# ---- design 1 ----
==> design_1/metal_density.png <==
35 x 35 tiles, from white (low) to dark blue (high), scaled to the fullest tile. Values are wire area over tile area, all layers added.
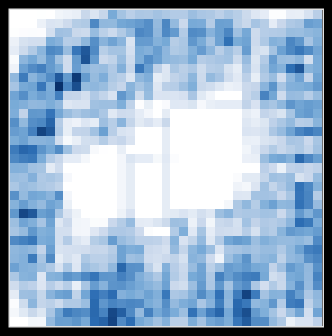

**src/rtl/icache_refill_master.sv**
```systemverilog
// Refill master for the I-cache: fetches one BEATS x 128-bit line over the LINT read channel,
// keeps up to MAX_OUTSTANDING reads in flight and assembles the responses in issue order.
module icache_refill_master #(
  parameter int ADDR_WIDTH      = 16,
  parameter int BEATS           = 2,
  parameter int MAX_OUTSTANDING = 2
) (
  input  logic                   clk,
  input  logic                   rst_n,
  input  logic                   refill_req_i,
  output logic                   refill_gnt_o,
  input  logic [ADDR_WIDTH-1:0]  refill_addr_i,
  output logic                   refill_done_o,
  output logic [ADDR_WIDTH-1:0]  refill_line_addr_o,
  output logic [BEATS*128-1:0]   refill_line_o,
  output logic                   lint_req_o,
  output logic [ADDR_WIDTH-1:0]  lint_addr_o,
  input  logic                   lint_grant_i,
  input  logic [3:0][31:0]       lint_r_rdata_i,
  input  logic                   lint_r_valid_i
);

  localparam int CW = $clog2(BEATS + 1);
  localparam int OW = $clog2(MAX_OUTSTANDING + 1);
  localparam int SW = (BEATS > 1) ? $clog2(BEATS) : 1;
  localparam logic [ADDR_WIDTH-1:0] ALIGN_MASK = ~ADDR_WIDTH'(BEATS - 1);

  typedef enum logic [1:0] {IDLE, BUSY, DONE} state_t;

  state_t                  state_q, state_d;
  logic [CW-1:0]           issued_q, issued_d;
  logic [CW-1:0]           received_q, received_d;
  logic [OW-1:0]           outst_q, outst_d;
  logic [ADDR_WIDTH-1:0]   base_d, addr_d;
  logic                    req_d;
  logic                    issue, resp;
  logic [SW-1:0]           slot;
  logic [BEATS-1:0][127:0] line_q;

  assign refill_gnt_o  = (state_q == IDLE);
  assign refill_done_o = (state_q == DONE);
  assign refill_line_o = line_q;

  // Bus events only count in BUSY; stray grants/responses elsewhere are dropped.
  assign issue = (state_q == BUSY) && lint_req_o && lint_grant_i;
  assign resp  = (state_q == BUSY) && lint_r_valid_i;
  assign slot  = received_q[SW-1:0];

  always_comb begin
    // NOTE: every signal driven here gets a default first, so no branch can leave it unassigned and infer a latch.
    state_d    = state_q;
    issued_d   = issued_q;
    received_d = received_q;
    outst_d    = outst_q;
    base_d     = refill_line_addr_o;
    unique case (state_q)
      IDLE: begin
        if (refill_req_i) begin
          state_d    = BUSY;
          base_d     = refill_addr_i & ALIGN_MASK;
          issued_d   = '0;
          received_d = '0;
          outst_d    = '0;
        end
      end
      BUSY: begin
        issued_d   = issued_q + CW'(issue);
        received_d = received_q + CW'(resp);
        outst_d    = outst_q + OW'(issue) - OW'(resp);
        if (received_d == CW'(BEATS)) state_d = DONE;
      end
      DONE:    state_d = IDLE;
      default: state_d = IDLE;
    endcase

    // Request and address are registered, so they are decided from next-cycle counter values.
    req_d  = (state_d == BUSY) && (issued_d < CW'(BEATS)) && (outst_d < OW'(MAX_OUTSTANDING));
    addr_d = (state_d == BUSY) ? base_d + ADDR_WIDTH'(issued_d) : lint_addr_o;
  end

  always_ff @(posedge clk or negedge rst_n) begin
    if (!rst_n) begin
      state_q            <= IDLE;
      issued_q           <= '0;
      received_q         <= '0;
      outst_q            <= '0;
      lint_req_o         <= 1'b0;
      lint_addr_o        <= '0;
      refill_line_addr_o <= '0;
      // NOTE: the line buffer is reset along with the control state because it is visible on refill_line_o, which must read 0 after reset.
      line_q             <= '0;
    end else begin
      // NOTE: non-blocking assignments make every register sample pre-edge values, independent of statement order.
      state_q            <= state_d;
      issued_q           <= issued_d;
      received_q         <= received_d;
      outst_q            <= outst_d;
      lint_req_o         <= req_d;
      lint_addr_o        <= addr_d;
      refill_line_addr_o <= base_d;
      if (resp) line_q[slot] <= lint_r_rdata_i;
    end
  end

endmodule

```
**config.mk**
```make
export PLATFORM = sky130hd
export DESIGN_NAME = icache_refill_master
export DESIGN_NICKNAME = d
export VERILOG_FILES = /design/src/rtl/icache_refill_master.sv
export SDC_FILE = /design/constraint.sdc
export NUM_CORES = 1
export LEC_CHECK = 0
export CORE_AREA = 2 2 171 173
export DETAILED_ROUTE_END_ITERATION = 12
export DIE_AREA = 0 0 173 175
export PLACE_DENSITY = 0.82
export SLEW_MARGIN = 20
export SYNTH_ARGS = -nofsm -noshare
export SYNTH_HDL_FRONTEND = slang
export SYNTH_SLANG_ARGS = --single-unit
```
**constraint.sdc**
```tcl
create_clock -name clk -period 4 [get_ports clk]
set_input_delay 0.8 -clock clk [delete_from_list [all_inputs] [get_ports clk]]
set_output_delay 0.8 -clock clk [all_outputs]
set_load 0.05 [all_outputs]
```
# ---- design 2 ----
===== config.mk =====
export PLATFORM = sky130hd
export DESIGN_NAME = mul_16bit_seq
export DESIGN_NICKNAME = d
export VERILOG_FILES = /design/src/rtl/mul_16bit_seq.sv
export SDC_FILE = /design/constraint.sdc
export NUM_CORES = 1
export LEC_CHECK = 0
export ABC_AREA = 0
export CAP_MARGIN = 20
export CORE_AREA = 2 2 119 121
export CTS_CLUSTER_SIZE = 14
export DETAILED_ROUTE_END_ITERATION = 6
export DIE_AREA = 0 0 121 123
export GPL_TIMING_DRIVEN = 0
export PLACE_DENSITY_LB_ADDON = 0.2
export SETUP_SLACK_MARGIN = 0.5
export SYNTH_ARGS = -nofsm -noshare
export SYNTH_HDL_FRONTEND = slang
export SYNTH_HIERARCHICAL = 1
export SYNTH_SLANG_ARGS = --single-unit
export TNS_END_PERCENT = 100

===== constraint.sdc =====
create_clock -name clk -period 18.88 [get_ports clk]
set_input_delay 3.776 -clock clk [delete_from_list [all_inputs] [get_ports clk]]
set_output_delay 3.776 -clock clk [all_outputs]
set_load 0.01 [all_outputs]

===== src/rtl/mul_16bit_seq.sv =====
// Multi-cycle unsigned 16x16 multiplier that reuses one 8x8 multiplier.
// A byte pair is multiplied each cycle and the shifted partial products are accumulated.

module mul_8bit (
  input  logic [7:0]  a,
  input  logic [7:0]  b,
  output logic [15:0] p
);
  assign p = a * b;
endmodule

module mul_16bit_seq #(
  parameter int unsigned ZERO_SKIP = 1
) (
  input  logic        clk,
  input  logic        rst_n,
  input  logic        in_valid,
  output logic        in_ready,
  input  logic [15:0] in_a,
  input  logic [15:0] in_b,
  output logic        out_valid,
  input  logic        out_ready,
  output logic [31:0] out_product,
  output logic        busy
);
  // state | meaning
  // IDLE  | waiting for operands, in_ready high
  // MUL0  | a_lo*b_lo, offset 0
  // MUL1  | a_hi*b_lo, offset 8
  // MUL2  | a_lo*b_hi, offset 8
  // MUL3  | a_hi*b_hi, offset 16, result loaded on exit
  // DONE  | result held until out_ready
  typedef enum logic [2:0] {IDLE, MUL0, MUL1, MUL2, MUL3, DONE} state_t;

  state_t      state;
  logic [15:0] a_q;
  logic [15:0] b_q;
  logic [31:0] acc;
  logic [7:0]  mul_a;
  logic [7:0]  mul_b;
  logic [15:0] pp;
  logic [31:0] pp_shifted;
  logic [31:0] acc_next;
  logic        zero_op;

  mul_8bit u_mul (
    .a (mul_a),
    .b (mul_b),
    .p (pp)
  );

  always_comb begin
    mul_a      = 8'd0;
    mul_b      = 8'd0;
    pp_shifted = 32'd0;
    case (state)
      MUL0: begin
        mul_a      = a_q[7:0];
        mul_b      = b_q[7:0];
        pp_shifted = {16'd0, pp};
      end
      MUL1: begin
        mul_a      = a_q[15:8];
        mul_b      = b_q[7:0];
        pp_shifted = {8'd0, pp, 8'd0};
      end
      MUL2: begin
        mul_a      = a_q[7:0];
        mul_b      = b_q[15:8];
        pp_shifted = {8'd0, pp, 8'd0};
      end
      MUL3: begin
        mul_a      = a_q[15:8];
        mul_b      = b_q[15:8];
        pp_shifted = {pp, 16'd0};
      end
      default: ;
    endcase
  end

  // Max total is 0xFFFE0001, so the 32-bit sum never wraps.
  assign acc_next = acc + pp_shifted;
  assign zero_op  = (ZERO_SKIP != 0) && ((in_a == 16'd0) || (in_b == 16'd0));

  always_ff @(posedge clk or negedge rst_n) begin
    if (!rst_n) begin
      state       <= IDLE;
      a_q         <= 16'd0;
      b_q         <= 16'd0;
      acc         <= 32'd0;
      out_product <= 32'd0;
      out_valid   <= 1'b0;
      in_ready    <= 1'b1;
      busy        <= 1'b0;
    end else begin
      case (state)
        IDLE: begin
          if (in_valid) begin
            a_q      <= in_a;
            b_q      <= in_b;
            acc      <= 32'd0;
            in_ready <= 1'b0;
            busy     <= 1'b1;
            if (zero_op) begin
              out_product <= 32'd0;
              out_valid   <= 1'b1;
              state       <= DONE;
            end else begin
              state <= MUL0;
            end
          end
        end
        MUL0: begin
          acc   <= acc_next;
          state <= MUL1;
        end
        MUL1: begin
          acc   <= acc_next;
          state <= MUL2;
        end
        MUL2: begin
          acc   <= acc_next;
          state <= MUL3;
        end
        MUL3: begin
          acc         <= acc_next;
          out_product <= acc_next;
          out_valid   <= 1'b1;
          state       <= DONE;
        end
        DONE: begin
          if (out_ready) begin
            out_valid <= 1'b0;
            in_ready  <= 1'b1;
            busy      <= 1'b0;
            state     <= IDLE;
          end
        end
        default: begin
          out_valid <= 1'b0;
          in_ready  <= 1'b1;
          busy      <= 1'b0;
          state     <= IDLE;
        end
      endcase
    end
  end
endmodule


==> layout pictures side by side <==
Congestion heat map.
image #1
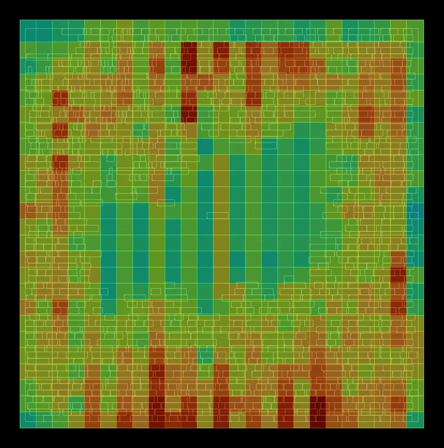
image #2
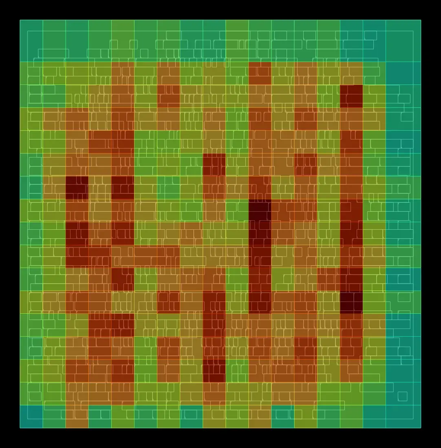
image #2 -> design 2
image #1 -> design 1
Of these, highest track usage: image #2
Of these, highest utilization: image #2

==> design_1/detail.png <==
Scale bar: 5 um. Region (120, 121) to (140, 141) um. Cells in grey, sequential cells in the stronger grey; small squares are vias.
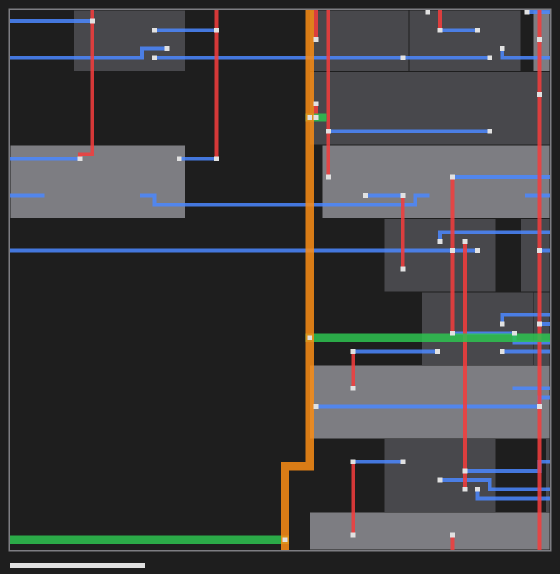
- red: metal 2
- blue: metal 1
- green: metal 3
- orange: metal 4
- most frequent: mux2_2 (5), dfrtp_1 (4)
- cells with their middle in the window: 12
- netlist names of flops here include: refill_line_o (4)
- sequential cells in the window: 4

## Picture notes: design_1/metal_density.png
- densest ninth of the die: south-east
- mean over tiles: 0.17
- fullest tile: 0.51
- tiles over half the peak: 23%
Routed WL: 31400 um
routed length per instance: 19.3 um
gr usage total: 20.4%

==> flow_summary.yaml, design 1 <==
# flow metrics
layout:
  comb_area_share_pct: 22.5
  final_util_pct: 62.2
  clock_buffers: 49
  stdcell_area_mm2: 0.0177
  largest_class: "flip-flops and latches"
  layout_top_cell: "clkdlybuf4s50_1"
  layout-drive-gt1-share_pct: 27.1
run:
  warnings: 32
clocking:
  cts_tree: "done"
run_status:
  status: "complete, no violations"
route:
  vias_per_cell: 4.91
  drc_errors: 0
die:
  die_h_um: 175
  core_area_mm2: 0.0284
  initCoreUtil_pct: 40.9
critical_path:
  crit_start: "state_q[0]$_DFF_PN0_"
  crit_path_start_kind: "flip-flop"
  crit_path_end_kind: "flip-flop"
  criticalPathCategory: "reg -> reg"
placement:
  place_hpwl_um: 22000
synthesis:
  edf_count: 0
[design 1: worst max-delay path: cells and delay by family (launching register included)]
kind                       cells  cell delay (ps)
AOI/OAI and AO/OA              2              370
muxes                          2              460
and+or+nand+nor                3              880
adders and majority gates      2              520
buffers and inverters          2              240
xor gates and xnor gates       1              130
DFF                            1              540
[design 1: cell families after synthesis]
kind of cell / synth area share (%)
DFF: 64.1
muxes: 25.7
and+or+nand+nor: 4.23
buffers and inverters: 1.91
AOI/OAI and AO/OA: 2.23
xor gates and xnor gates: 0.906
adders and majority gates: 0.927
[design 1: routing by layer]
metal  part of all wire [%]  vias to the layer above  track usage (%)  routed length [um]
met5                      0                        -                0                   0
met4                    3.2                        0             7.24                1010
met3                    6.5                       64             5.33                2060
met2                     50                      320             35.3               15900
met1                     40                     3988             24.7               12500
li1                       -                     3612                -                   -
[design 1: state kept, by name (all words and copies together) (netlist names)]
register and cells:
received_q 2, lint_addr_o 16, outst_q 2, refill_line_addr_o 16
refill_line_o 256, state_q 2, lint_req_o 1, issued_q 2
==> design_2/detail.png <==
Scale bar: 5 um. Region (81, 82) to (101, 102) um. Cells in grey, sequential cells in the stronger grey; small squares are vias.
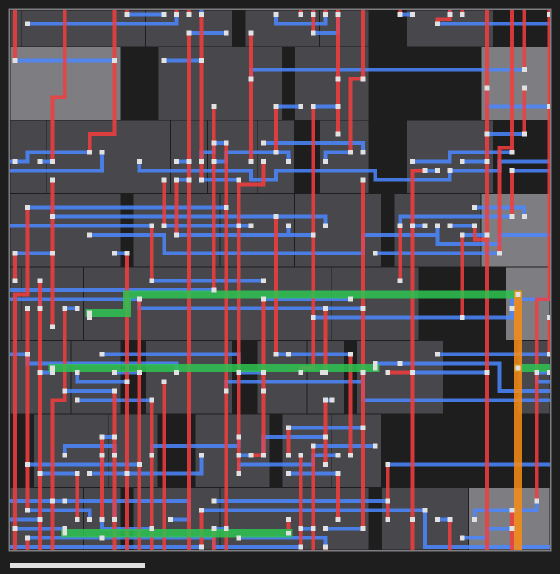
- green: metal 3
- orange: metal 4
- red: metal 2
- blue: metal 1
- sequential cells in the window: 0
- most frequent: a21oi_1 (4), a22o_1 (4)
- cells with their middle in the window: 33

==> design_2/layer_met1.png <==
Scale bar: 20 um.
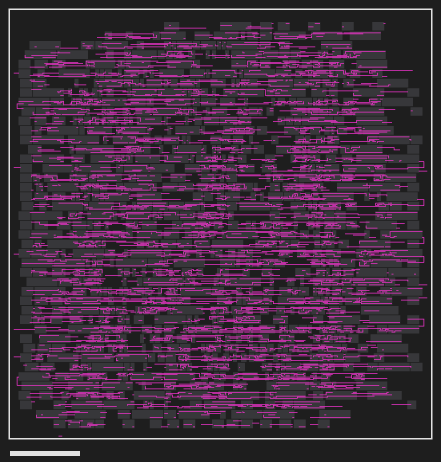
- longest straight run: 35.4 um
- nets with wire on the layer: 1020
Routed WL: 20400 um
via count: 7009
met1 usage: 37.3%

==> flow_summary.yaml, design 2 <==
# flow metrics
layout:
  n_antenna_cell: 0
  nets: 1116
  final_cells: 1161
placement:
  post-place-cells: 1144
  placed_area_mm2: 0.00942
  finalWeightedCongestion: 0.954
critical_path:
  worst_ep_required_time_ps: 19130
  cp_max_fo: 10
  criticalPathCategory: "reg -> reg"
  worstPathArrival_ps: 9210
route:
  vias_per_cell: 6.04
global_routing:
  grt_usage_pct: 28.9
final_timing:
  skew_ps: 10.0
  max_slew_margin_pct: 22.6
synthesis:
  ys_area_mm2: 0.00847
run_status:
  status: "complete, no violations"
clocking:
  numCtsBuffers: 9
==> design 2: flip-flops by register name, indices dropped and copies added, names as in the netlist <==
| name | flops |
|---|---|
| acc | 32 |
| a_q | 16 |
| b_q | 16 |
| in_ready | 1 |
| out_valid | 1 |
| state | 3 |
| out_product | 32 |
| busy | 1 |
==> design 2: final timing paths <==
| kind | start | end | slack (ps) | cells after the start |
|---|---|---|---|---|
| max in group asynchronous | rst_n | in_ready$_DFFE_PN1P_ | 14760 | 2 |
| worst max-delay path | state[0]$_DFFE_PN0P_ | acc[30]$_DFFE_PN0P_ | 9920 | 31 |
| worst min-delay path | out_product[11]$_DFFE_PN0P_ | out_product[11]$_DFFE_PN0P_ | 490 | 2 |
| worst max register to register | state[0]$_DFFE_PN0P_ | acc[30]$_DFFE_PN0P_ | 9920 | 31 |
| worst min register to register | out_product[11]$_DFFE_PN0P_ | out_product[11]$_DFFE_PN0P_ | 490 | 2 |
| min in group asynchronous | rst_n | out_product[20]$_DFFE_PN0P_ | 3400 | 1 |
==> design 2: metal layers <==
metal	global-route usage, %	vias to the layer above	share of wire [%]
met5	0	-	0
met4	12.8	0	3.5
met3	4.29	43	4.4
met2	48.6	200	48
met1	37.3	3403	44
li1	-	3363	-


==> gallery <==
Routed metal, one colour a layer.
Plate I
Scale bar: 20 um. Only two layers are drawn.
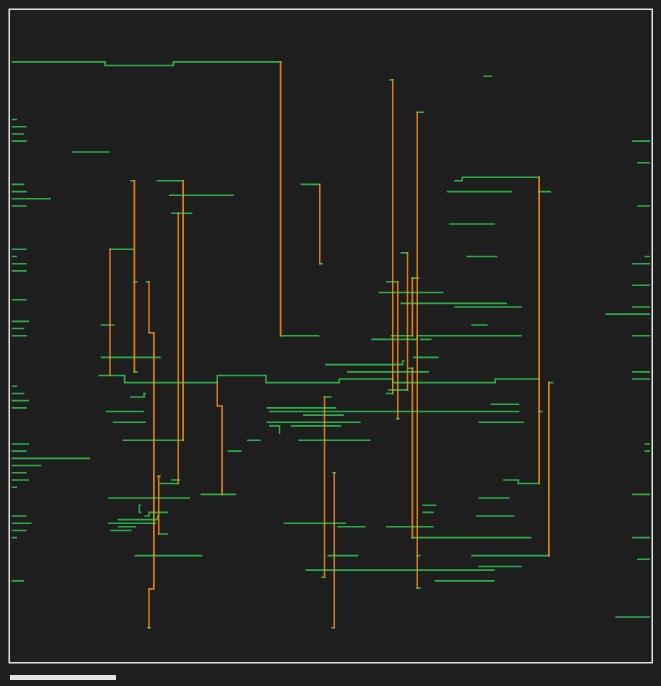
Plate II
Scale bar: 50 um. Only two layers are drawn.
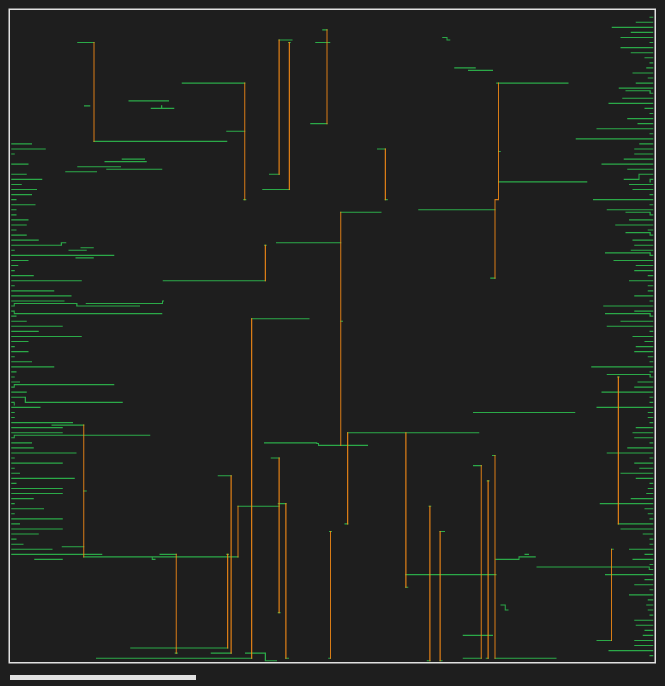
- Plate II = design 1
- Plate I = design 2
Of these, most wire: Plate II

Key to Plate II:
- orange: metal 4 (wire length 1010 um)
- green: metal 3 (wire length 2060 um)

